######## block 1 ########
File: config.mk
export PLATFORM = sky130hd
export DESIGN_NAME = mult_scoreboard
export DESIGN_NICKNAME = d
export VERILOG_FILES = /design/src/rtl/mult_scoreboard_pkg.sv /design/src/rtl/mult_shadow_sreg.sv /design/src/rtl/mult_scoreboard.sv
export SDC_FILE = /design/constraint.sdc
export NUM_CORES = 1
export LEC_CHECK = 0
export CAP_MARGIN = 20
export CORE_ASPECT_RATIO = 1.4
export CORE_UTILIZATION = 48
export DETAILED_ROUTE_END_ITERATION = 12
export PLACE_DENSITY_LB_ADDON = 0.2
export SYNTH_ARGS = -nofsm -noshare
export SYNTH_HDL_FRONTEND = slang
export SYNTH_SLANG_ARGS = --single-unit
export TNS_END_PERCENT = 20
File: constraint.sdc
create_clock -name clk -period 3.3 [get_ports clk]
set_clock_uncertainty 0.05 [all_clocks]
set_input_delay 0.825 -clock clk [delete_from_list [all_inputs] [get_ports clk]]
set_output_delay 0.825 -clock clk [all_outputs]
set_load 0.02 [all_outputs]
File: src/rtl/mult_scoreboard_pkg.sv
// Shared constants for the multiply hazard scoreboard: default register
// address width and the stall cause encoding reported to decode.
package mult_scoreboard_pkg;

  localparam int REG_ADDR = 5;

  typedef logic [1:0] cause_t;

  localparam cause_t CAUSE_NONE     = 2'd0;
  localparam cause_t CAUSE_RAW_MULT = 2'd1;
  localparam cause_t CAUSE_WAW_PORT = 2'd2;
  localparam cause_t CAUSE_RAW_OPND = 2'd3;

endpackage

File: src/rtl/mult_shadow_sreg.sv
// Shadow of the multiply pipeline: entry k mirrors stage Mk as {valid, dst}.
// The whole register freezes while hold is high.
module mult_shadow_sreg
  import mult_scoreboard_pkg::*;
#(
  parameter int DEPTH = 5,
  parameter int AW    = 5
) (
  input  logic                       clk,
  input  logic                       reset,
  input  logic                       hold,
  input  logic                       in_valid,
  input  logic [AW-1:0]              in_dst,
  output logic [DEPTH-1:0]           ent_valid,
  output logic [DEPTH-1:0][AW-1:0]   ent_dst
);

  // Index 0 is M1; the top entry falls off the end when it retires.
  always_ff @(posedge clk) begin
    if (reset) begin
      ent_valid <= '0;
      ent_dst   <= '0;
    end else if (!hold) begin
      ent_valid <= {ent_valid[DEPTH-2:0], in_valid};
      ent_dst   <= {ent_dst[DEPTH-2:0], in_dst};
    end
  end

endmodule

File: src/rtl/mult_scoreboard.sv
// Decode-side hazard scoreboard for the multi-cycle multiplier: stall and cause,
// occupancy and stall-cycle counters. Define MULT_SCOREBOARD_FWD_EN to forward
// from the last multiply stage instead of stalling on it (adds fwd_sel).
module mult_scoreboard #(
  parameter int REG_ADDR    = mult_scoreboard_pkg::REG_ADDR,
  parameter int MULT_LAT    = 5,
  parameter int ALU_WB_DIST = 3,
  parameter int CNT_W       = 32,
  localparam int CNT_IW     = $clog2(MULT_LAT + 1)
) (
  input  logic                clk,
  input  logic                reset,
  input  logic                hold,
  input  logic                flush,
  input  logic                id_valid,
  input  logic [REG_ADDR-1:0] id_src1,
  input  logic [REG_ADDR-1:0] id_src2,
  input  logic [REG_ADDR-1:0] id_dst_reg,
  input  logic                id_regwrite,
  input  logic                id_is_mult,
  input  logic [REG_ADDR-1:0] id_ex_dst_reg,
  input  logic                id_ex_regwrite,
  input  logic [REG_ADDR-1:0] ex_mem_dst_reg,
  input  logic                ex_mem_regwrite,
  output logic                stall,
  output logic [1:0]          stall_cause,
  output logic                mult_busy,
  output logic [CNT_IW-1:0]   inflight_cnt,
  output logic [CNT_W-1:0]    stall_cycles
`ifdef MULT_SCOREBOARD_FWD_EN
  ,
  output logic [1:0]          fwd_sel
`endif
);

  import mult_scoreboard_pkg::*;

  // Stage whose result writes back together with an ALU op issued this cycle.
  localparam int KWB = MULT_LAT + 1 - ALU_WB_DIST;

  function automatic logic [MULT_LAT-1:0] low_mask(input int n);
    logic [MULT_LAT-1:0] m;
    m = '0;
    for (int i = 0; i < MULT_LAT; i++) begin
      if (i < n) m[i] = 1'b1;
    end
    return m;
  endfunction

`ifdef MULT_SCOREBOARD_FWD_EN
  localparam logic [MULT_LAT-1:0] RAW_MASK = low_mask(MULT_LAT - 1);
`else
  localparam logic [MULT_LAT-1:0] RAW_MASK = low_mask(MULT_LAT);
`endif
  localparam logic [MULT_LAT-1:0] WAW_MASK = low_mask(KWB);

  logic [MULT_LAT-1:0]               ent_valid;
  logic [MULT_LAT-1:0][REG_ADDR-1:0] ent_dst;
  logic [MULT_LAT-1:0]               hit1, hit2, hitd;
  logic                              raw_hit, waw_hit, opnd_hit;
  logic                              ex_hit, mem_hit;
  logic                              issue, shift_in;

  // Register 0 is never a real dependency, so it never matches.
  always_comb begin
    hit1 = '0;
    hit2 = '0;
    hitd = '0;
    for (int k = 0; k < MULT_LAT; k++) begin
      hit1[k] = ent_valid[k] && (id_src1 != '0) && (ent_dst[k] == id_src1);
      hit2[k] = ent_valid[k] && (id_src2 != '0) && (ent_dst[k] == id_src2);
      hitd[k] = ent_valid[k] && (id_dst_reg != '0) && (ent_dst[k] == id_dst_reg);
    end
  end

  assign ex_hit  = id_ex_regwrite &&
                   (((id_src1 != '0) && (id_src1 == id_ex_dst_reg)) ||
                    ((id_src2 != '0) && (id_src2 == id_ex_dst_reg)));
  assign mem_hit = ex_mem_regwrite &&
                   (((id_src1 != '0) && (id_src1 == ex_mem_dst_reg)) ||
                    ((id_src2 != '0) && (id_src2 == ex_mem_dst_reg)));

  assign raw_hit  = id_valid && (|((hit1 | hit2) & RAW_MASK));
  // Multiplies complete in order with equal latency, so only non-mult writers
  // can collide on the write port or overtake an older multiply.
  assign waw_hit  = id_valid && id_regwrite && !id_is_mult &&
                    (ent_valid[KWB-1] || (|(hitd & WAW_MASK)));
  assign opnd_hit = id_valid && id_is_mult && (ex_hit || mem_hit);

  always_comb begin
    stall_cause = CAUSE_NONE;
    if (raw_hit)       stall_cause = CAUSE_RAW_MULT;
    else if (opnd_hit) stall_cause = CAUSE_RAW_OPND;
    else if (waw_hit)  stall_cause = CAUSE_WAW_PORT;
  end

  assign stall = (stall_cause != CAUSE_NONE);

`ifdef MULT_SCOREBOARD_FWD_EN
  // Forward only when no younger in-flight copy of the register exists.
  assign fwd_sel[0] = id_valid && hit1[MULT_LAT-1] && !(|(hit1 & RAW_MASK));
  assign fwd_sel[1] = id_valid && hit2[MULT_LAT-1] && !(|(hit2 & RAW_MASK));
`endif

  assign issue    = id_valid && id_is_mult && id_regwrite && !stall && !flush && !hold;
  assign shift_in = issue && (id_dst_reg != '0);

  mult_shadow_sreg #(
    .DEPTH (MULT_LAT),
    .AW    (REG_ADDR)
  ) u_shadow (
    .clk       (clk),
    .reset     (reset),
    .hold      (hold),
    .in_valid  (shift_in),
    .in_dst    (id_dst_reg),
    .ent_valid (ent_valid),
    .ent_dst   (ent_dst)
  );

  // Occupancy is a population count, so issue-with-retire nets out naturally.
  always_comb begin
    inflight_cnt = '0;
    for (int k = 0; k < MULT_LAT; k++) begin
      inflight_cnt = inflight_cnt + CNT_IW'(ent_valid[k]);
    end
  end

  assign mult_busy = |ent_valid;

  always_ff @(posedge clk) begin
    if (reset) begin
      stall_cycles <= '0;
    end else if (stall && !hold && !(&stall_cycles)) begin
      stall_cycles <= stall_cycles + CNT_W'(1);
    end
  end

endmodule

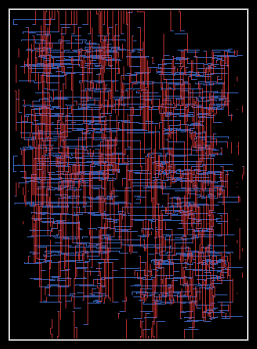
*Metal layers overlaid, block 1*
Scale: 3 px per um. Two of the layers only.
met2: shown in red, wire length 5,470 um. met1: shown in blue, wire length 4,250 um.

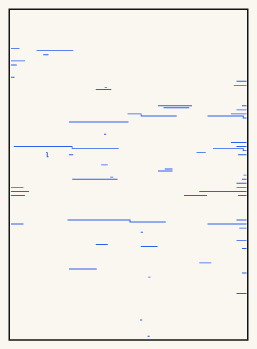
*Metal 3, block 1*
Scale: 3 px per um.
49 nets have wire on it. The layer carries 333 um of wire. The wires run mostly horizontal. The longest straight run is 20.7 um. The layer holds 3.3% of the routed length.

==> impl_metrics.ini <==
; generated from flow reports
[power]
seqPwrFrac_pct = 42.0
power.density_mw_per_mm2 = 350.7
finalPower_mw = 1.831

[clock_tree]
clk_pin_slew_ps = 70
cts-root-buf = clkbuf_8
holdBufCountCts = 0
cts-buffers-inserted = 9

[critical_path]
endpoint_kind = primary output
cp_top_family = simple AND/OR/NAND/NOR gates
critPathMaxFanout = 4
timing.setup.critical_path_class = in2out
r2r_cells = 9
worstReg2RegStart = stall_cycles[2]

[final_layout]
nNetsFinal = 582
dominant_cells = combinational gates
final_cell_mix = dfxtp_1, clkdlybuf4s50_1, xor2_1, nor2_1, xnor2_1
flop-count = 62
seq-cell-share_pct = 23.83
fin_util_pct = 66.14
layout_top_cell = dfxtp_1

[status]
outcome = complete, but fails checks
violations = negative setup slack

[logic_synthesis]
yosysWarnings = 0
topCombFamilyByArea = simple AND/OR/NAND/NOR gates
fp_nets = 507
yosys.area.top_type_share_pct = 31.17
ys_sh_adder_pct = 1.948

[floorplanning]
core_area_sq_mm = 0.007893
rows = 38

[min_path]
holdCritStartpoint = stall_cycles[16]
hold_end = stall_cycles[16]

[run]
warning_count = 30

[detailed_routing]
drtPass1Iterations = 4

[sta]
worst_slew_pin_slew_ps = 774.9
hold_slack_ps = 443.0
setup_slack_ps = -110.4
hold_violations = 0
tns_ps = -148.2
finalSetupViolations = 2

[global_routing]
grt-ovfl-total = 0
==> synth_stat cells (all sizes together) <==
library cell	count
o221ai	1
nor2	42
xnor2	35
mux2	5
nor2b	5
inv	5
nand3b	2
clkbuf	24
o31ai	24
fa	2
or4	26
and3	5
nand4b	1
o21ai	6
xor2	45
or3b	1
nand2b	2
or3	2
nor4	15
nand3	26
nand2	19
a211oi	1
mux2i	29
a21oi	29
o32ai	1
and4	2
ha	3
nor3	8
a32oi	1
dfxtp	62
and2	2
nand4	13
nor4b	2
o21a	1
buf	20
or4b	1
==> power groups by stage <==
stage,clock [mW],combinational (mW),sequential [mW]
2_1_floorplan,0,0.157,0.777
3_3_place_gp,0,0.230,0.786
3_5_place_dp,0,0.233,0.787
4_1_cts,0.825,0.236,0.769
5_1_grt,0.859,0.263,0.771
6_report,0.818,0.244,0.770
==> layer usage <==
metal  GRT usage, %  part of all wire (%)  routed length, um
met5              0                     0                  0
met2          45.57                    54               5473
met4          9.351                   1.6                165
met3          3.237                   3.2                332
met1          26.95                    42               4251
==> state kept, by name, indices dropped and copies added (netlist names) <==
register            count
stall_cycles           32
u_shadow.ent_valid      5
u_shadow.ent_dst       25

######## block 2 ########
<file path="config.mk">
export PLATFORM = sky130hd
export DESIGN_NAME = lcd_nibble_bus_driver_flat
export DESIGN_NICKNAME = d
export VERILOG_FILES = /design/src/rtl/lcd_pkg.sv /design/src/rtl/lcd_nibble_bus_driver_if.sv /design/src/rtl/lcd_bus_phase_timer.sv /design/src/rtl/lcd_nibble_bus_driver.sv /design/src/flat_wrapper.sv
export SDC_FILE = /design/constraint.sdc
export NUM_CORES = 1
export LEC_CHECK = 0
export CAP_MARGIN = 40
export CORE_MARGIN = 5
export CORE_UTILIZATION = 35
export CTS_CLUSTER_SIZE = 20
export DETAILED_ROUTE_END_ITERATION = 8
export MAX_ROUTING_LAYER = met4
export SYNTH_ARGS = -nofsm -noshare
export SYNTH_HDL_FRONTEND = slang
export SYNTH_SLANG_ARGS = --single-unit
</file>
<file path="constraint.sdc">
create_clock -name CLK -period 2.63 [get_ports CLK]
set_input_delay 0.6575 -clock CLK [delete_from_list [all_inputs] [get_ports CLK]]
set_output_delay 0.6575 -clock CLK [all_outputs]
set_load 0.01 [all_outputs]
</file>
<file path="src/rtl/lcd_pkg.sv">
// rtl/lcd_pkg.sv - shared states, phase codes and default timing for the HD44780 nibble bus driver
package lcd_pkg;

  localparam int T_AS_DEFAULT = 2;
  localparam int T_PW_DEFAULT = 12;
  localparam int T_H_DEFAULT  = 2;
  localparam int T_EL_DEFAULT = 13;

  // DB7 carries the busy flag on the high-nibble read
  localparam int BF_BIT = 3;

  typedef enum logic [3:0] {
    IDLE,
    W_SETUP,
    W_EHI,
    W_HOLD,
    W_GAP,
    R_SETUP,
    R_EHI,
    R_HOLD,
    R_GAP,
    DONE
  } state_t;

  typedef enum logic [1:0] {
    PH_SETUP,
    PH_EHI,
    PH_HOLD,
    PH_GAP
  } phase_t;

  function automatic phase_t phase_of(input state_t s);
    case (s)
      W_EHI, R_EHI:   phase_of = PH_EHI;
      W_HOLD, R_HOLD: phase_of = PH_HOLD;
      W_GAP, R_GAP:   phase_of = PH_GAP;
      default:        phase_of = PH_SETUP;
    endcase
  endfunction

endpackage

</file>
<file path="src/rtl/lcd_nibble_bus_driver_if.sv">
// rtl/lcd_nibble_bus_driver_if.sv - sequencer handshake and LCD pin bundle
interface lcd_nibble_bus_driver_if;

  logic       sendCommand;
  logic [3:0] command;
  logic       commandRs;
  logic       readBusy;
  logic       commandDone;
  logic       busy;
  logic       timeoutError;
  logic       LCD_E;
  logic       LCD_RS;
  logic       LCD_RW;
  logic [3:0] LCD_DATA_OUT;
  logic       LCD_DATA_OE;
  logic [3:0] LCD_DATA_IN;

  modport master (
    output sendCommand, command, commandRs, readBusy, LCD_DATA_IN,
    input  commandDone, busy, timeoutError,
    input  LCD_E, LCD_RS, LCD_RW, LCD_DATA_OUT, LCD_DATA_OE
  );

  modport slave (
    input  sendCommand, command, commandRs, readBusy, LCD_DATA_IN,
    output commandDone, busy, timeoutError,
    output LCD_E, LCD_RS, LCD_RW, LCD_DATA_OUT, LCD_DATA_OE
  );

endinterface

</file>
<file path="src/rtl/lcd_bus_phase_timer.sv">
// rtl/lcd_bus_phase_timer.sv - down-counter timing the SETUP/EHI/HOLD/GAP phases of one E pulse
module lcd_bus_phase_timer
  import lcd_pkg::*;
#(
  parameter int T_AS = T_AS_DEFAULT,
  parameter int T_PW = T_PW_DEFAULT,
  parameter int T_H  = T_H_DEFAULT,
  parameter int T_EL = T_EL_DEFAULT
) (
  input  logic   CLK,
  input  logic   RESET,
  input  logic   load_i,
  input  phase_t phase_i,
  output logic   phase_end_o
);

  localparam int MAX_AB = (T_AS > T_PW) ? T_AS : T_PW;
  localparam int MAX_CD = (T_H > T_EL) ? T_H : T_EL;
  localparam int MAX_T  = (MAX_AB > MAX_CD) ? MAX_AB : MAX_CD;
  localparam int CW     = $clog2(MAX_T + 1);

  logic [CW-1:0] cnt_q;
  logic [CW-1:0] cnt_d;
  logic [CW-1:0] load_val;

  // Loaded with length-1 so phase_end marks the final cycle of the phase
  always_comb begin
    load_val = CW'(T_AS - 1);
    case (phase_i)
      PH_SETUP: load_val = CW'(T_AS - 1);
      PH_EHI:   load_val = CW'(T_PW - 1);
      PH_HOLD:  load_val = CW'(T_H - 1);
      PH_GAP:   load_val = CW'(T_EL - 1);
      default:  load_val = CW'(T_AS - 1);
    endcase
  end

  always_comb begin
    cnt_d = cnt_q;
    if (load_i) begin
      cnt_d = load_val;
    end else if (cnt_q != '0) begin
      cnt_d = cnt_q - 1'b1;
    end
  end

  always_ff @(posedge CLK or posedge RESET) begin
    if (RESET) begin
      cnt_q <= '0;
    end else begin
      cnt_q <= cnt_d;
    end
  end

  assign phase_end_o = (cnt_q == '0);

endmodule

</file>
<file path="src/rtl/lcd_nibble_bus_driver.sv">
// rtl/lcd_nibble_bus_driver.sv - HD44780 4-bit bus cycle generator with busy-flag polling
module lcd_nibble_bus_driver
  import lcd_pkg::*;
#(
  parameter int T_AS       = T_AS_DEFAULT,
  parameter int T_PW       = T_PW_DEFAULT,
  parameter int T_H        = T_H_DEFAULT,
  parameter int T_EL       = T_EL_DEFAULT,
  parameter int POLL_LIMIT = 1024
) (
  input  logic                   CLK,
  input  logic                   RESET,
  lcd_nibble_bus_driver_if.slave bus
);

  localparam int PW = $clog2(POLL_LIMIT + 1);
  localparam logic [PW-1:0] POLL_MAX = PW'(POLL_LIMIT);

  state_t        state_q, state_d;
  logic [3:0]    cmd_q, cmd_d;
  logic          cmd_rs_q, cmd_rs_d;
  logic          rb_q, rb_d;
  logic          second_q, second_d;
  logic          bf_q, bf_d;
  logic [PW-1:0] poll_q, poll_d;
  logic          to_q, to_d;
  logic          e_q, e_d;
  logic          lcd_rs_q, lcd_rs_d;
  logic          rw_q, rw_d;
  logic          oe_q, oe_d;
  logic [3:0]    dout_q, dout_d;
  logic          done_q, done_d;
  logic          busy_q, busy_d;
  logic          phase_end;
  logic          timer_load;
  logic          in_write;

  lcd_bus_phase_timer #(
    .T_AS (T_AS),
    .T_PW (T_PW),
    .T_H  (T_H),
    .T_EL (T_EL)
  ) u_timer (
    .CLK         (CLK),
    .RESET       (RESET),
    .load_i      (timer_load),
    .phase_i     (phase_of(state_d)),
    .phase_end_o (phase_end)
  );

  assign timer_load = (state_d != state_q);

  always_comb begin
    state_d  = state_q;
    cmd_d    = cmd_q;
    cmd_rs_d = cmd_rs_q;
    rb_d     = rb_q;
    second_d = second_q;
    bf_d     = bf_q;
    poll_d   = poll_q;
    to_d     = to_q;
    case (state_q)
      IDLE: begin
        if (bus.sendCommand) begin
          cmd_d    = bus.command;
          cmd_rs_d = bus.commandRs;
          rb_d     = bus.readBusy;
          poll_d   = '0;
          second_d = 1'b0;
          state_d  = W_SETUP;
        end
      end
      W_SETUP: if (phase_end) state_d = W_EHI;
      W_EHI:   if (phase_end) state_d = W_HOLD;
      W_HOLD:  if (phase_end) state_d = W_GAP;
      W_GAP:   if (phase_end) state_d = rb_q ? R_SETUP : DONE;
      R_SETUP: if (phase_end) state_d = R_EHI;
      R_EHI: begin
        if (phase_end) begin
          if (!second_q) bf_d = bus.LCD_DATA_IN[BF_BIT];
          state_d = R_HOLD;
        end
      end
      R_HOLD:  if (phase_end) state_d = R_GAP;
      R_GAP: begin
        if (phase_end) begin
          if (!second_q) begin
            second_d = 1'b1;
            state_d  = R_SETUP;
          end else begin
            second_d = 1'b0;
            if (!bf_q) begin
              state_d = DONE;
            end else if (poll_q < POLL_MAX) begin
              poll_d  = poll_q + 1'b1;
              state_d = R_SETUP;
            end else begin
              to_d    = 1'b1;
              state_d = DONE;
            end
          end
        end
      end
      DONE:    state_d = IDLE;
      default: state_d = IDLE;
    endcase
  end

  // Pin values follow the next state so every pin comes straight from a flop
  always_comb begin
    in_write = (state_d == W_SETUP) || (state_d == W_EHI) ||
               (state_d == W_HOLD)  || (state_d == W_GAP);
    e_d      = (state_d == W_EHI) || (state_d == R_EHI);
    lcd_rs_d = in_write ? cmd_rs_d : 1'b0;
    oe_d     = in_write;
    // First R_SETUP cycle keeps RW low so OE has already dropped before RW rises
    rw_d     = (state_d == R_EHI) || (state_d == R_HOLD) || (state_d == R_GAP) ||
               ((state_d == R_SETUP) && (state_q == R_SETUP));
    dout_d   = in_write ? cmd_d : dout_q;
    done_d   = (state_d == DONE);
    busy_d   = (state_d != IDLE);
  end

  always_ff @(posedge CLK or posedge RESET) begin
    if (RESET) begin
      state_q  <= IDLE;
      cmd_q    <= '0;
      cmd_rs_q <= 1'b0;
      rb_q     <= 1'b0;
      second_q <= 1'b0;
      bf_q     <= 1'b0;
      poll_q   <= '0;
      to_q     <= 1'b0;
      e_q      <= 1'b0;
      lcd_rs_q <= 1'b0;
      rw_q     <= 1'b0;
      oe_q     <= 1'b0;
      dout_q   <= '0;
      done_q   <= 1'b0;
      busy_q   <= 1'b0;
    end else begin
      state_q  <= state_d;
      cmd_q    <= cmd_d;
      cmd_rs_q <= cmd_rs_d;
      rb_q     <= rb_d;
      second_q <= second_d;
      bf_q     <= bf_d;
      poll_q   <= poll_d;
      to_q     <= to_d;
      e_q      <= e_d;
      lcd_rs_q <= lcd_rs_d;
      rw_q     <= rw_d;
      oe_q     <= oe_d;
      dout_q   <= dout_d;
      done_q   <= done_d;
      busy_q   <= busy_d;
    end
  end

  assign bus.LCD_E        = e_q;
  assign bus.LCD_RS       = lcd_rs_q;
  assign bus.LCD_RW       = rw_q;
  assign bus.LCD_DATA_OE  = oe_q;
  assign bus.LCD_DATA_OUT = dout_q;
  assign bus.commandDone  = done_q;
  assign bus.busy         = busy_q;
  assign bus.timeoutError = to_q;

endmodule

</file>
<file path="src/flat_wrapper.sv">
// flat-port wrapper written by rule: the top's interface ports become plain ports
module lcd_nibble_bus_driver_flat import lcd_pkg::*;
#(
  parameter int T_AS       = T_AS_DEFAULT,
  parameter int T_PW       = T_PW_DEFAULT,
  parameter int T_H        = T_H_DEFAULT,
  parameter int T_EL       = T_EL_DEFAULT,
  parameter int POLL_LIMIT = 1024
)
  (CLK, RESET, bus_sendCommand, bus_command, bus_commandRs, bus_readBusy, bus_LCD_DATA_IN, bus_commandDone, bus_busy, bus_timeoutError, bus_LCD_E, bus_LCD_RS, bus_LCD_RW, bus_LCD_DATA_OUT, bus_LCD_DATA_OE);
  lcd_nibble_bus_driver_if bus_i ();
  input  logic CLK;
  input  logic RESET;
  input wire logic [$bits(bus_i.sendCommand)-1:0] bus_sendCommand;
  input wire logic [$bits(bus_i.command)-1:0] bus_command;
  input wire logic [$bits(bus_i.commandRs)-1:0] bus_commandRs;
  input wire logic [$bits(bus_i.readBusy)-1:0] bus_readBusy;
  input wire logic [$bits(bus_i.LCD_DATA_IN)-1:0] bus_LCD_DATA_IN;
  output wire logic [$bits(bus_i.commandDone)-1:0] bus_commandDone;
  output wire logic [$bits(bus_i.busy)-1:0] bus_busy;
  output wire logic [$bits(bus_i.timeoutError)-1:0] bus_timeoutError;
  output wire logic [$bits(bus_i.LCD_E)-1:0] bus_LCD_E;
  output wire logic [$bits(bus_i.LCD_RS)-1:0] bus_LCD_RS;
  output wire logic [$bits(bus_i.LCD_RW)-1:0] bus_LCD_RW;
  output wire logic [$bits(bus_i.LCD_DATA_OUT)-1:0] bus_LCD_DATA_OUT;
  output wire logic [$bits(bus_i.LCD_DATA_OE)-1:0] bus_LCD_DATA_OE;
  assign bus_i.sendCommand = bus_sendCommand;
  assign bus_i.command = bus_command;
  assign bus_i.commandRs = bus_commandRs;
  assign bus_i.readBusy = bus_readBusy;
  assign bus_i.LCD_DATA_IN = bus_LCD_DATA_IN;
  assign bus_commandDone = bus_i.commandDone;
  assign bus_busy = bus_i.busy;
  assign bus_timeoutError = bus_i.timeoutError;
  assign bus_LCD_E = bus_i.LCD_E;
  assign bus_LCD_RS = bus_i.LCD_RS;
  assign bus_LCD_RW = bus_i.LCD_RW;
  assign bus_LCD_DATA_OUT = bus_i.LCD_DATA_OUT;
  assign bus_LCD_DATA_OE = bus_i.LCD_DATA_OE;
  lcd_nibble_bus_driver #(.T_AS(T_AS), .T_PW(T_PW), .T_H(T_H), .T_EL(T_EL), .POLL_LIMIT(POLL_LIMIT)) u_core (.CLK(CLK), .RESET(RESET), .bus(bus_i));
endmodule
</file>
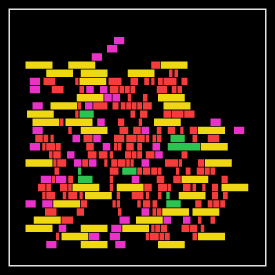
*Cell classes on the final placement, block 2*
Scale: 3 px per um.
other buffers and delay cells: shown in magenta, cells 41. flops: shown in yellow, cells 38. clock drivers and dummy loads: shown in green, cells 8. all other logic: shown in red, cells 158.

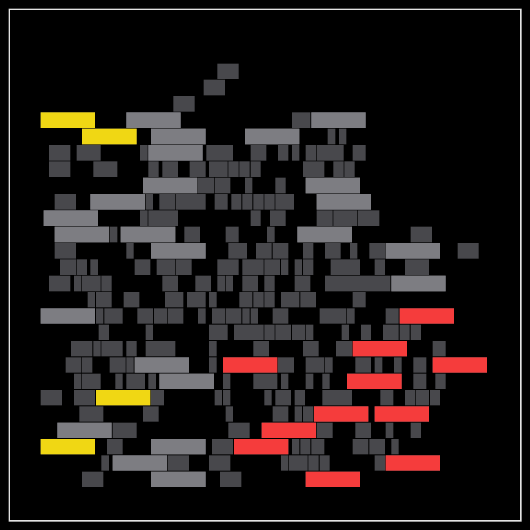
*Sequential cells colored by netlist name, block 2*
Scale: 6 px per um. Other sequential cells in the stronger gray, the rest of the logic in the fainter gray.
u_core.poll_q: shown in red, sequential cells 11. u_core.cmd_q: shown in yellow, sequential cells 4.
Another 23 sequential cells are not colored.

==> impl_metrics.ini <==
; generated from flow reports
[floorplanning]
io_pins = 24

[clock_tree]
clockBufferDepth = 2
cts_sinks = 38

[power]
p_sw_share_pct = 37.01
p_sw_mw = 1.004
finalPower_mw = 2.714
ir_worst_vdd_v = 0.0005430

[global_routing]
grt_pass1_vias = 1644
track_usage_pct = 13.64

[final_layout]
layout.area.seq_sq_um = 950.9
comb_area_sq_um = 927.1
flop-count = 38
fin_cells = 317

[logic_synthesis]
fp_nets = 224
most_common_cell = dfrtp_1
top_cells_by_count = dfrtp_1, nand2_1, nor2_1, a21oi_1
async_reset_ff_share_pct = 100.0
ys_sh_simple_pct = 20.33
ys_ff = 38

[critical_path]
slowest_stage = or3b_4
timing.setup.critical_path_class = reg2reg
max_stage_delay_ps = 440
crit_chain = inv_1 -> ha_1 -> or3b_4 -> or3_1 -> a21o_1 -> buf_4 -> or3_1 -> a21oi_1

[status]
outcome = finished, final reports clean

[place]
dp_cells = 309
post-dp-hpwl_um = 3193

[min_path]
hold_path_class = reg2reg

[detailed_routing]
drc = 0
drt-wirelength-per-cell_um = 14.19
wl_met3_um = 188

[sta]
slew_violations = 0
finalClockPeriodUsage_pct = 94.71
hold_slack_ps = 484.2
==> power by group through the flow <==
stage               logic (mW)  registers, mW  clock network [mW]
CTS                       1.33          0.902               0.498
global route              1.47          0.936               0.527
floorplan                0.846          0.922                   0
finish                    1.33          0.901               0.485
detailed placement        1.32          0.911                   0
global placement          1.31          0.907                   0
==> state kept, by name, indices dropped and copies added, names as in the netlist <==
register and cells:
u_core.cmd_rs_q 1, u_core.cmd_q 4, u_core.poll_q 11, u_core.u_timer.cnt_q 4, u_core.rb_q 1, u_core.bf_q 1
u_core.bus.commandDone 1, u_core.bus.timeoutError 1, u_core.state_q 4, u_core.bus.LCD_DATA_OE 1, u_core.bus.LCD_DATA_OUT 4, u_core.bus.busy 1
u_core.bus.LCD_E 1, u_core.bus.LCD_RW 1, u_core.bus.LCD_RS 1, u_core.second_q 1
==> routing by layer <==
| layer | track usage, % | vias up |
|---|---|---|
| met2 | 21.54 | 39 |
| li1 | - | 828 |
| met3 | 2.816 | 6 |
| met5 | - | - |
| met1 | 17.03 | 810 |
| met4 | 5.468 | 0 |

######## block 3 ########
### Placement view, block 3

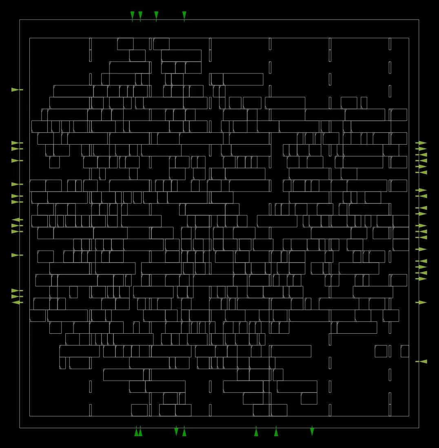
### Metal 3, block 3

Scale: 4 px per um.
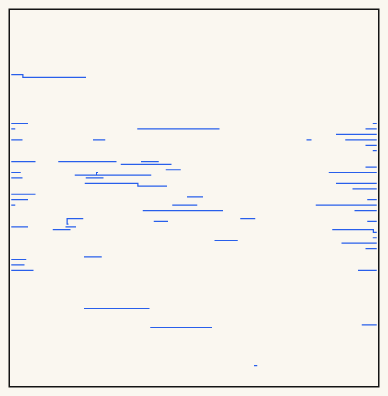
### Metal layers overlaid, block 3

Scale: 4 px per um. Two of the layers only.
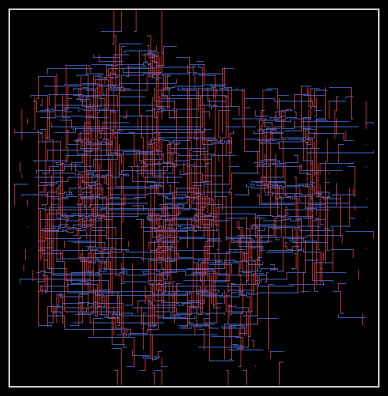
--- config.mk ---
export PLATFORM = sky130hd
export DESIGN_NAME = fifo_rd_drain
export DESIGN_NICKNAME = d
export VERILOG_FILES = /design/src/rtl/fifo_rd_drain_pkg.sv /design/src/rtl/fifo_skid_buf2.sv /design/src/rtl/fifo_rd_drain.sv
export SDC_FILE = /design/constraint.sdc
export NUM_CORES = 1
export LEC_CHECK = 0
export CORE_AREA = 2 2 90 92
export DETAILED_ROUTE_END_ITERATION = 7
export DIE_AREA = 0 0 92 94
export PLACE_DENSITY = 0.73
export SLEW_MARGIN = 20
export SYNTH_ARGS = -nofsm -noshare
export SYNTH_HDL_FRONTEND = slang
export SYNTH_SLANG_ARGS = --single-unit
--- constraint.sdc ---
create_clock -name rd_clk -period 5.3 [get_ports rd_clk]
set_input_delay 0.795 -clock rd_clk [delete_from_list [all_inputs] [get_ports rd_clk]]
set_output_delay 0.795 -clock rd_clk [all_outputs]
set_load 0.02 [all_outputs]
--- src/rtl/fifo_rd_drain_pkg.sv ---
// Shared types and constants for the FIFO read-side drain engine.
package fifo_rd_drain_pkg;

  localparam int unsigned DEF_WIDTH  = 8;
  localparam int unsigned DEF_LEN_W  = 16;
  localparam int unsigned SKID_DEPTH = 2;
  localparam int unsigned SKID_CNT_W = 2;

  typedef enum logic [1:0] {
    IDLE  = 2'd0,
    RUN   = 2'd1,
    FLUSH = 2'd2
  } drain_state_e;

endpackage : fifo_rd_drain_pkg

--- src/rtl/fifo_skid_buf2.sv ---
// Two-entry register FIFO; entry 0 is always the head, so data_out is a flop.
module fifo_skid_buf2
  import fifo_rd_drain_pkg::*;
#(
  parameter int unsigned WIDTH = DEF_WIDTH
) (
  input  logic                  rd_clk,
  input  logic                  rst,
  input  logic                  clr,
  input  logic                  push,
  input  logic                  pop,
  input  logic [WIDTH-1:0]      data_in,
  output logic [WIDTH-1:0]      data_out,
  output logic [SKID_CNT_W-1:0] count
);

  logic [WIDTH-1:0]      ent0;
  logic [WIDTH-1:0]      ent1;
  logic [SKID_CNT_W-1:0] cnt;
  logic                  do_pop;
  logic                  do_push;

  // Pops on an empty buffer and pushes into a full, non-popping buffer are dropped.
  assign do_pop  = pop && (cnt != '0);
  assign do_push = push && ((cnt != SKID_CNT_W'(SKID_DEPTH)) || do_pop);

  // Shift-style storage: popping moves entry 1 into the head slot.
  always_ff @(posedge rd_clk or negedge rst) begin
    if (!rst) begin
      ent0 <= '0;
      ent1 <= '0;
      cnt  <= '0;
    end else if (clr) begin
      ent0 <= '0;
      ent1 <= '0;
      cnt  <= '0;
    end else begin
      case ({do_push, do_pop})
        2'b11: begin
          if (cnt == SKID_CNT_W'(1)) begin
            ent0 <= data_in;
          end else begin
            ent0 <= ent1;
            ent1 <= data_in;
          end
        end
        2'b10: begin
          if (cnt == '0) ent0 <= data_in;
          else           ent1 <= data_in;
          cnt <= cnt + SKID_CNT_W'(1);
        end
        2'b01: begin
          ent0 <= ent1;
          cnt  <= cnt - SKID_CNT_W'(1);
        end
        default: ;
      endcase
    end
  end

  assign data_out = ent0;
  assign count    = cnt;

endmodule : fifo_skid_buf2

--- src/rtl/fifo_rd_drain.sv ---
// Read-side drain engine: pulls a burst of words from the async FIFO read port
// and re-presents them as a valid/ready stream through a 2-entry skid buffer.
// Optional statistics outputs (uf_cnt, word_cnt) under FIFO_RD_DRAIN_STATS_EN.
module fifo_rd_drain
  import fifo_rd_drain_pkg::*;
#(
  parameter int unsigned WIDTH = DEF_WIDTH,
  parameter int unsigned LEN_W = DEF_LEN_W
) (
  input  logic             rd_clk,
  input  logic             rst,
  input  logic             start,
  input  logic [LEN_W-1:0] burst_len,
  input  logic             abort,
  input  logic             empty,
  input  logic             underflow,
  input  logic [WIDTH-1:0] rdata,
  output logic             rd_en,
  output logic             m_valid,
  output logic [WIDTH-1:0] m_data,
  input  logic             m_ready,
  output logic             busy,
  output logic             done,
  output logic             aborted,
  output logic             uf_err
`ifdef FIFO_RD_DRAIN_STATS_EN
  ,
  output logic [15:0]      uf_cnt,
  output logic [31:0]      word_cnt
`endif
);

  drain_state_e          state;
  logic [LEN_W-1:0]      issue_cnt;
  logic [LEN_W-1:0]      deliv_cnt;
  logic                  inflight;
  logic [SKID_CNT_W-1:0] buf_cnt;
  logic                  buf_clr;
  logic                  hs;
  logic [2:0]            occ;

  // Stream side: words are only offered while running; FLUSH hides the buffer.
  assign m_valid = (buf_cnt != '0) && (state == RUN);
  assign hs      = m_valid && m_ready;
  assign busy    = (state != IDLE);

  // Occupancy after this cycle's pop, plus the word already requested from the FIFO.
  assign occ = 3'(buf_cnt) + 3'(inflight) - 3'(hs);

  // FIFO read request; the slot freed by a same-cycle pop keeps 1 word/cycle.
  assign rd_en = (state == RUN) && !abort && !empty &&
                 (issue_cnt != '0) && (occ < 3'd2);

  // Discard buffered words once nothing is left in flight.
  assign buf_clr = (state == FLUSH) && !inflight;

  fifo_skid_buf2 #(
    .WIDTH (WIDTH)
  ) u_skid (
    .rd_clk   (rd_clk),
    .rst      (rst),
    .clr      (buf_clr),
    .push     (inflight),
    .pop      (hs),
    .data_in  (rdata),
    .data_out (m_data),
    .count    (buf_cnt)
  );

  // Burst FSM, issue/delivery counters, completion pulses and sticky underflow flag.
  always_ff @(posedge rd_clk or negedge rst) begin
    if (!rst) begin
      state     <= IDLE;
      issue_cnt <= '0;
      deliv_cnt <= '0;
      inflight  <= 1'b0;
      done      <= 1'b0;
      aborted   <= 1'b0;
      uf_err    <= 1'b0;
    end else begin
      inflight <= rd_en;
      done     <= 1'b0;
      aborted  <= 1'b0;
      if (rd_en) issue_cnt <= issue_cnt - LEN_W'(1);
      if (hs && (deliv_cnt != '0)) deliv_cnt <= deliv_cnt - LEN_W'(1);
      if ((state != IDLE) && underflow) uf_err <= 1'b1;
      case (state)
        IDLE: begin
          if (start) begin
            state     <= RUN;
            issue_cnt <= burst_len;
            deliv_cnt <= burst_len;
            uf_err    <= 1'b0;
          end
        end
        RUN: begin
          if (abort) begin
            state <= FLUSH;
          end else if ((deliv_cnt == '0) || (hs && (deliv_cnt == LEN_W'(1)))) begin
            state <= IDLE;
            done  <= 1'b1;
          end
        end
        FLUSH: begin
          if (!inflight) begin
            state     <= IDLE;
            done      <= 1'b1;
            aborted   <= 1'b1;
            issue_cnt <= '0;
            deliv_cnt <= '0;
          end
        end
        default: state <= IDLE;
      endcase
    end
  end

`ifdef FIFO_RD_DRAIN_STATS_EN
  // Saturating underflow-cycle counter and free-running handshake counter.
  always_ff @(posedge rd_clk or negedge rst) begin
    if (!rst) begin
      uf_cnt   <= '0;
      word_cnt <= '0;
    end else begin
      if ((state != IDLE) && underflow && (uf_cnt != 16'hFFFF)) uf_cnt <= uf_cnt + 16'd1;
      if (hs) word_cnt <= word_cnt + 32'd1;
    end
  end
`endif

endmodule : fifo_rd_drain
==> impl_metrics.ini <==
; generated from flow reports
[sta]
min_period_ps = 4694
hold_violations = 0
fmax_mhz = 213.1

[critical_path]
crit_path_start_kind = input pin
crit_chain = clkdlybuf4s50_1 -> nand3b_1 -> inv_1 -> ha_1 -> nand2b_1 -> fa_1 -> and4bb_2 -> nand2_1 -> nor2_1 -> clkdlybuf4s50_1
worstReg2RegEnd = issue_cnt[12]

[clock_tree]
clk_latency_ps = 310
clockBufferDepth = 2

[global_routing]
grt_pass1_vias = 2838
track_usage_pct = 20.00

[final_layout]
design_area_sq_mm = 0.004049
diodes = 0
comb_area_share_pct = 46.79

[logic_synthesis]
ys_seq_share_pct = 41.19
ys_ff = 56
synth_cells = 367
yosysWarnings = 0
yosys.area_share.aoi_pct = 18.65

[power]
ir_worst_vdd_v = 0.0002912
power.leakage_nw = 1.646
seqPwrFrac_pct = 33.4

[detailed_routing]
wl_met3_um = 364
wl_met2_um = 3979
drtPass1Iterations = 4

[status]
outcome = finished, final reports clean
Notes on 'Placement view' of block 3 above:
flop count: 56
sequential share of cell area: 34.61%
final-layout fill cell count: 697
Tapcells: 102
Non-Filler Instances: 513

Notes on 'Metal 3' of block 3 above:
The layer carries 364 um of wire. The layer holds 4.5% of the routed length. The wires run mostly horizontal.

Notes on 'Metal layers overlaid' of block 3 above:
met1: shown in blue, wire length 3,760 um. met2: shown in red, wire length 3,980 um.

[cell usage after synthesis (all sizes together), types with 3 or more instances]
library cell | count | area, sq um
nand2b | 5 | 31.28
or4 | 5 | 45.04
nor3b | 3 | 22.52
a22oi | 3 | 22.52
nor3 | 9 | 50.05
nor2 | 25 | 96.35
or3 | 5 | 36.28
nand2 | 42 | 157.7
inv | 13 | 48.80
a211oi | 4 | 30.03
clkbuf | 10 | 37.54
nand3b | 3 | 22.52
nor4 | 5 | 46.29
o211ai | 9 | 67.56
o31a | 3 | 26.28
ha | 12 | 150.1
nor4b | 3 | 32.53
mux2i | 10 | 100.1
buf | 4 | 20.02
nand3 | 17 | 85.08
o21ai | 38 | 190.2
a21o | 3 | 22.52
a2111oi | 3 | 57.56
a311oi | 3 | 26.28
a21oi | 11 | 55.05
xor2 | 5 | 43.79
dfrtp | 56 | 1401
xnor2 | 22 | 192.7
and2 | 5 | 31.28
a31oi | 7 | 43.79
[critical path, delay by kind of cell]
kind	cells	cell delay (ps)
buffers and inverters	3	1290
and+or+nand+nor	5	1070
adders and majority gates	2	740

######## block 4 ########
### src/rtl/counter_rr_sched.sv
// Round-robin scheduler that shares one saturating event counter among NREQ requesters.
// Define COUNTER_SCHED_FORMAL_EN to embed per-cycle immediate assertions on the counter and grant.
module counter_rr_sched #(
    parameter int NREQ  = 4,
    parameter int WIDTH = 10,
    parameter int INIT  = 5,
    parameter int LIMIT = 1023
) (
    input  logic             clk,
    input  logic             rst_n,
    input  logic             en,
    input  logic             clr,
    input  logic [NREQ-1:0]  req,
    output logic [NREQ-1:0]  gnt,
    output logic [WIDTH-1:0] cnt,
    output logic             full,
    output logic [1:0]       state,
    output logic [2:0]       last_id
);

    localparam logic [1:0] ST_IDLE = 2'd0;
    localparam logic [1:0] ST_RUN  = 2'd1;
    localparam logic [1:0] ST_SAT  = 2'd2;

    localparam logic [WIDTH-1:0] INIT_W  = INIT[WIDTH-1:0];
    localparam logic [WIDTH:0]   LIMIT_W = LIMIT[WIDTH:0];

    logic [1:0]       state_reg;
    logic [WIDTH-1:0] cnt_reg;
    logic             full_reg;
    logic [2:0]       ptr_reg;
    logic [2:0]       last_id_reg;

    logic       grant_ok;
    logic [7:0] req_pad;
    logic [7:0] gnt_pad;
    logic [2:0] win_next;
    logic       found;
    logic [3:0] idx;
    logic [2:0] ptr_next;
    logic [WIDTH:0] sum_next;

    assign grant_ok = (state_reg == ST_RUN) && en && !clr && (|req);
    assign req_pad  = 8'(req);

    // Scan upward from ptr, wrapping at NREQ; the first set request wins.
    always_comb begin
        gnt_pad  = '0;
        win_next = '0;
        found    = 1'b0;
        idx      = '0;
        if (grant_ok) begin
            for (int k = 0; k < NREQ; k++) begin
                idx = {1'b0, ptr_reg} + 4'(k);
                if (idx >= 4'(NREQ))
                    idx = idx - 4'(NREQ);
                if (!found && req_pad[idx[2:0]]) begin
                    found            = 1'b1;
                    gnt_pad[idx[2:0]] = 1'b1;
                    win_next         = idx[2:0];
                end
            end
        end
    end

    assign ptr_next = (win_next == 3'(NREQ - 1)) ? 3'd0 : win_next + 3'd1;
    assign sum_next = {1'b0, cnt_reg} + {{WIDTH{1'b0}}, 1'b1};

    always_ff @(posedge clk or negedge rst_n) begin
        if (!rst_n) begin
            state_reg   <= ST_IDLE;
            cnt_reg     <= INIT_W;
            full_reg    <= 1'b0;
            ptr_reg     <= '0;
            last_id_reg <= '0;
        end else if (clr) begin
            // Clear keeps ptr so fairness carries across the clear.
            cnt_reg   <= INIT_W;
            full_reg  <= 1'b0;
            state_reg <= en ? ST_RUN : ST_IDLE;
        end else begin
            case (state_reg)
                ST_IDLE: begin
                    if (en)
                        state_reg <= ST_RUN;
                end
                ST_RUN: begin
                    if (!en) begin
                        state_reg <= ST_IDLE;
                    end else if (found) begin
                        cnt_reg     <= sum_next[WIDTH-1:0];
                        ptr_reg     <= ptr_next;
                        last_id_reg <= win_next;
                        if (sum_next == LIMIT_W) begin
                            full_reg  <= 1'b1;
                            state_reg <= ST_SAT;
                        end
                    end
                end
                ST_SAT: state_reg <= ST_SAT;
                default: state_reg <= ST_IDLE;
            endcase
        end
    end

    assign gnt     = gnt_pad[NREQ-1:0];
    assign cnt     = cnt_reg;
    assign full    = full_reg;
    assign state   = state_reg;
    assign last_id = last_id_reg;

`ifdef COUNTER_SCHED_FORMAL_EN
    logic init_done_reg;

    always_ff @(posedge clk or negedge rst_n) begin
        if (!rst_n)
            init_done_reg <= 1'b0;
        else
            init_done_reg <= 1'b1;
    end

    always_ff @(posedge clk) begin
        if (rst_n && init_done_reg) begin
            assert ({1'b0, cnt_reg} <= LIMIT_W);
            assert (cnt_reg >= INIT_W);
            assert ($onehot0(gnt));
            assert ((gnt & ~req) == '0);
            assert (full_reg == ({1'b0, cnt_reg} == LIMIT_W));
            assert (state_reg != 2'd3);
            assert (gnt == '0 || state_reg == ST_RUN);
        end
    end
`endif

endmodule

### config.mk
export PLATFORM = sky130hd
export DESIGN_NAME = counter_rr_sched
export DESIGN_NICKNAME = d
export VERILOG_FILES = /design/src/rtl/counter_rr_sched.sv
export SDC_FILE = /design/constraint.sdc
export NUM_CORES = 1
export LEC_CHECK = 0
export CAP_MARGIN = 20
export CORE_MARGIN = 1
export CORE_UTILIZATION = 50
export CTS_BUF_LIST = sky130_fd_sc_hd__clkbuf_4
export DETAILED_ROUTE_END_ITERATION = 12
export PLACE_DENSITY = 0.73
export SYNTH_ARGS = -nofsm -noshare
export SYNTH_HDL_FRONTEND = slang
export SYNTH_SLANG_ARGS = --single-unit
### constraint.sdc
create_clock -name clk -period 7.7 [get_ports clk]
set_input_delay 2.31 -clock clk [delete_from_list [all_inputs] [get_ports clk]]
set_output_delay 2.31 -clock clk [all_outputs]
set_load 0.03 [all_outputs]
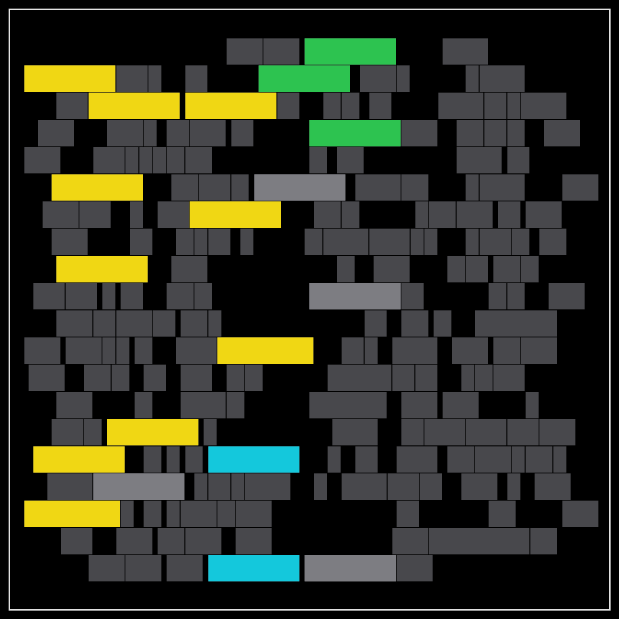
*Sequential cells colored by netlist name, block 4*
Scale: 10 px per um. Other sequential cells in the stronger gray, the rest of the logic in the fainter gray.
cnt: shown in yellow, sequential cells 10. last_id: shown in green, sequential cells 3. state: shown in cyan, sequential cells 2.

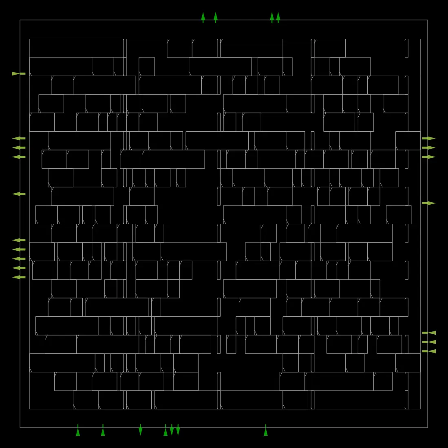
*Placement view, block 4*
flop count: 19
num rows: 20
final-layout fill cell count: 274
sequential share of cell area: 24.10%
post-layout util: 63.40%

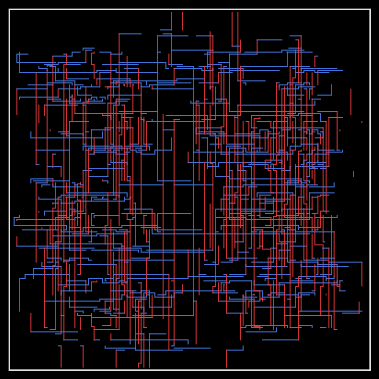
*Metal layers overlaid, block 4*
Scale: 6 px per um. Two of the layers only.
met1: shown in blue, wire length 1,740 um. met2: shown in red, wire length 2,100 um.

==> impl_metrics.ini <==
; generated from flow reports
[logic_synthesis]
top_cells_by_count = dfrtp_1, nand2_1, ha_1, nand3_1, nor2_1
ys_sh_adder_pct = 8.209
edf_count = 0
ys_chip_area_sq_mm = 0.001677
synth-xor-area-share_pct = 2.090
ys_seq_share_pct = 28.51
ys_ff = 19
avgSynthCellArea_sq_um = 9.112
synth_cells = 184

[run]
max_cap_viol_count = 0
warning_count = 34

[detailed_routing]
drt_iter0_drc = 221
wl_met3_um = 165

[power]
power_combinational_mw = 0.271
power.density_mw_per_mm2 = 237.5

[critical_path]
endpoint_kind = primary output
timing.setup.critical_path_class = in2out

[global_routing]
grt_use_met1_pct = 31.02

[sta]
finalClockPeriodUsage_pct = 95.75
slew-limit-headroom_pct = 42.53
worst_slew_pin_slew_ps = 859.3

[final_layout]
drive_above_1_share_pct = 11.11

[status]
outcome = finished, final reports clean

[min_path]
holdCritStartpoint = last_id[2]
## stage by stage
step / instances / area (sq um) / hold WS, ps
after floorplan: 184 / 1677 / 521.4
after global placement: 247 / 1956 / 484.7
after detailed placement: 247 / 1956 / 494.0
after CTS: 251 / 1983 / 525.5
after global routing: 251 / 1983 / 561.4
final: 251 / 1983 / 515.5
## cells in the final DEF, fill, tap and decap left out, types with 5 or more instances in the layout
| cell type | Yosys | routed |
|---|---|---|
| o21ai_0 | 9 | 9 |
| and2_1 | 5 | 5 |
| ha_1 | 11 | 11 |
| nor2_1 | 10 | 10 |
| mux2i_1 | 8 | 8 |
| inv_1 | 9 | 9 |
| nand2_1 | 15 | 15 |
| nand3_1 | 11 | 11 |
| dfrtp_1 | 17 | 17 |
| clkdlybuf4s50_1 | 0 | 27 |
## critical path, cell delays in order
cell and delay (ps):
clkdlybuf4s50_1 550, mux2_2 370, or3_1 390, a211oi_2 390, nand3b_1 140, a31oi_1 220
clkdlybuf4s50_1 690
## area by class of cell
cell class	count	area, sq um
well taps	44	55.05
fillers	274	1145
clock buffers	3	22.52
flip-flops and latches	19	478.0
inverters	9	33.78
multi-input cells	146	1104
clock inverters	1	5.005
repair buffers	29	285.3


==> layout pictures side by side <==
Cell classes on the final placement.
shot_01.png
Scale: 3 px per um.
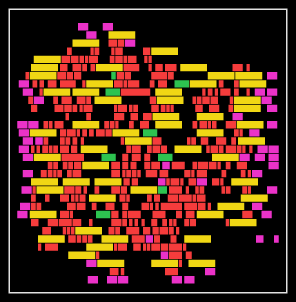
shot_02.png
Scale: 2 px per um.
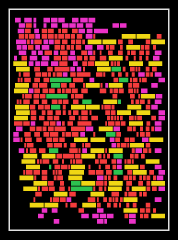
shot_03.png
Scale: 4 px per um.
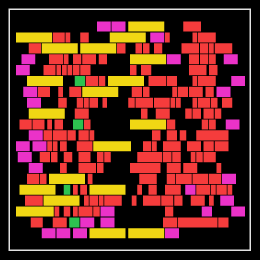
shot_01.png: block 3
shot_03.png: block 4
shot_02.png: block 1
Of these, smallest die: shot_03.png

Power is estimated from default activity; no workload was simulated.
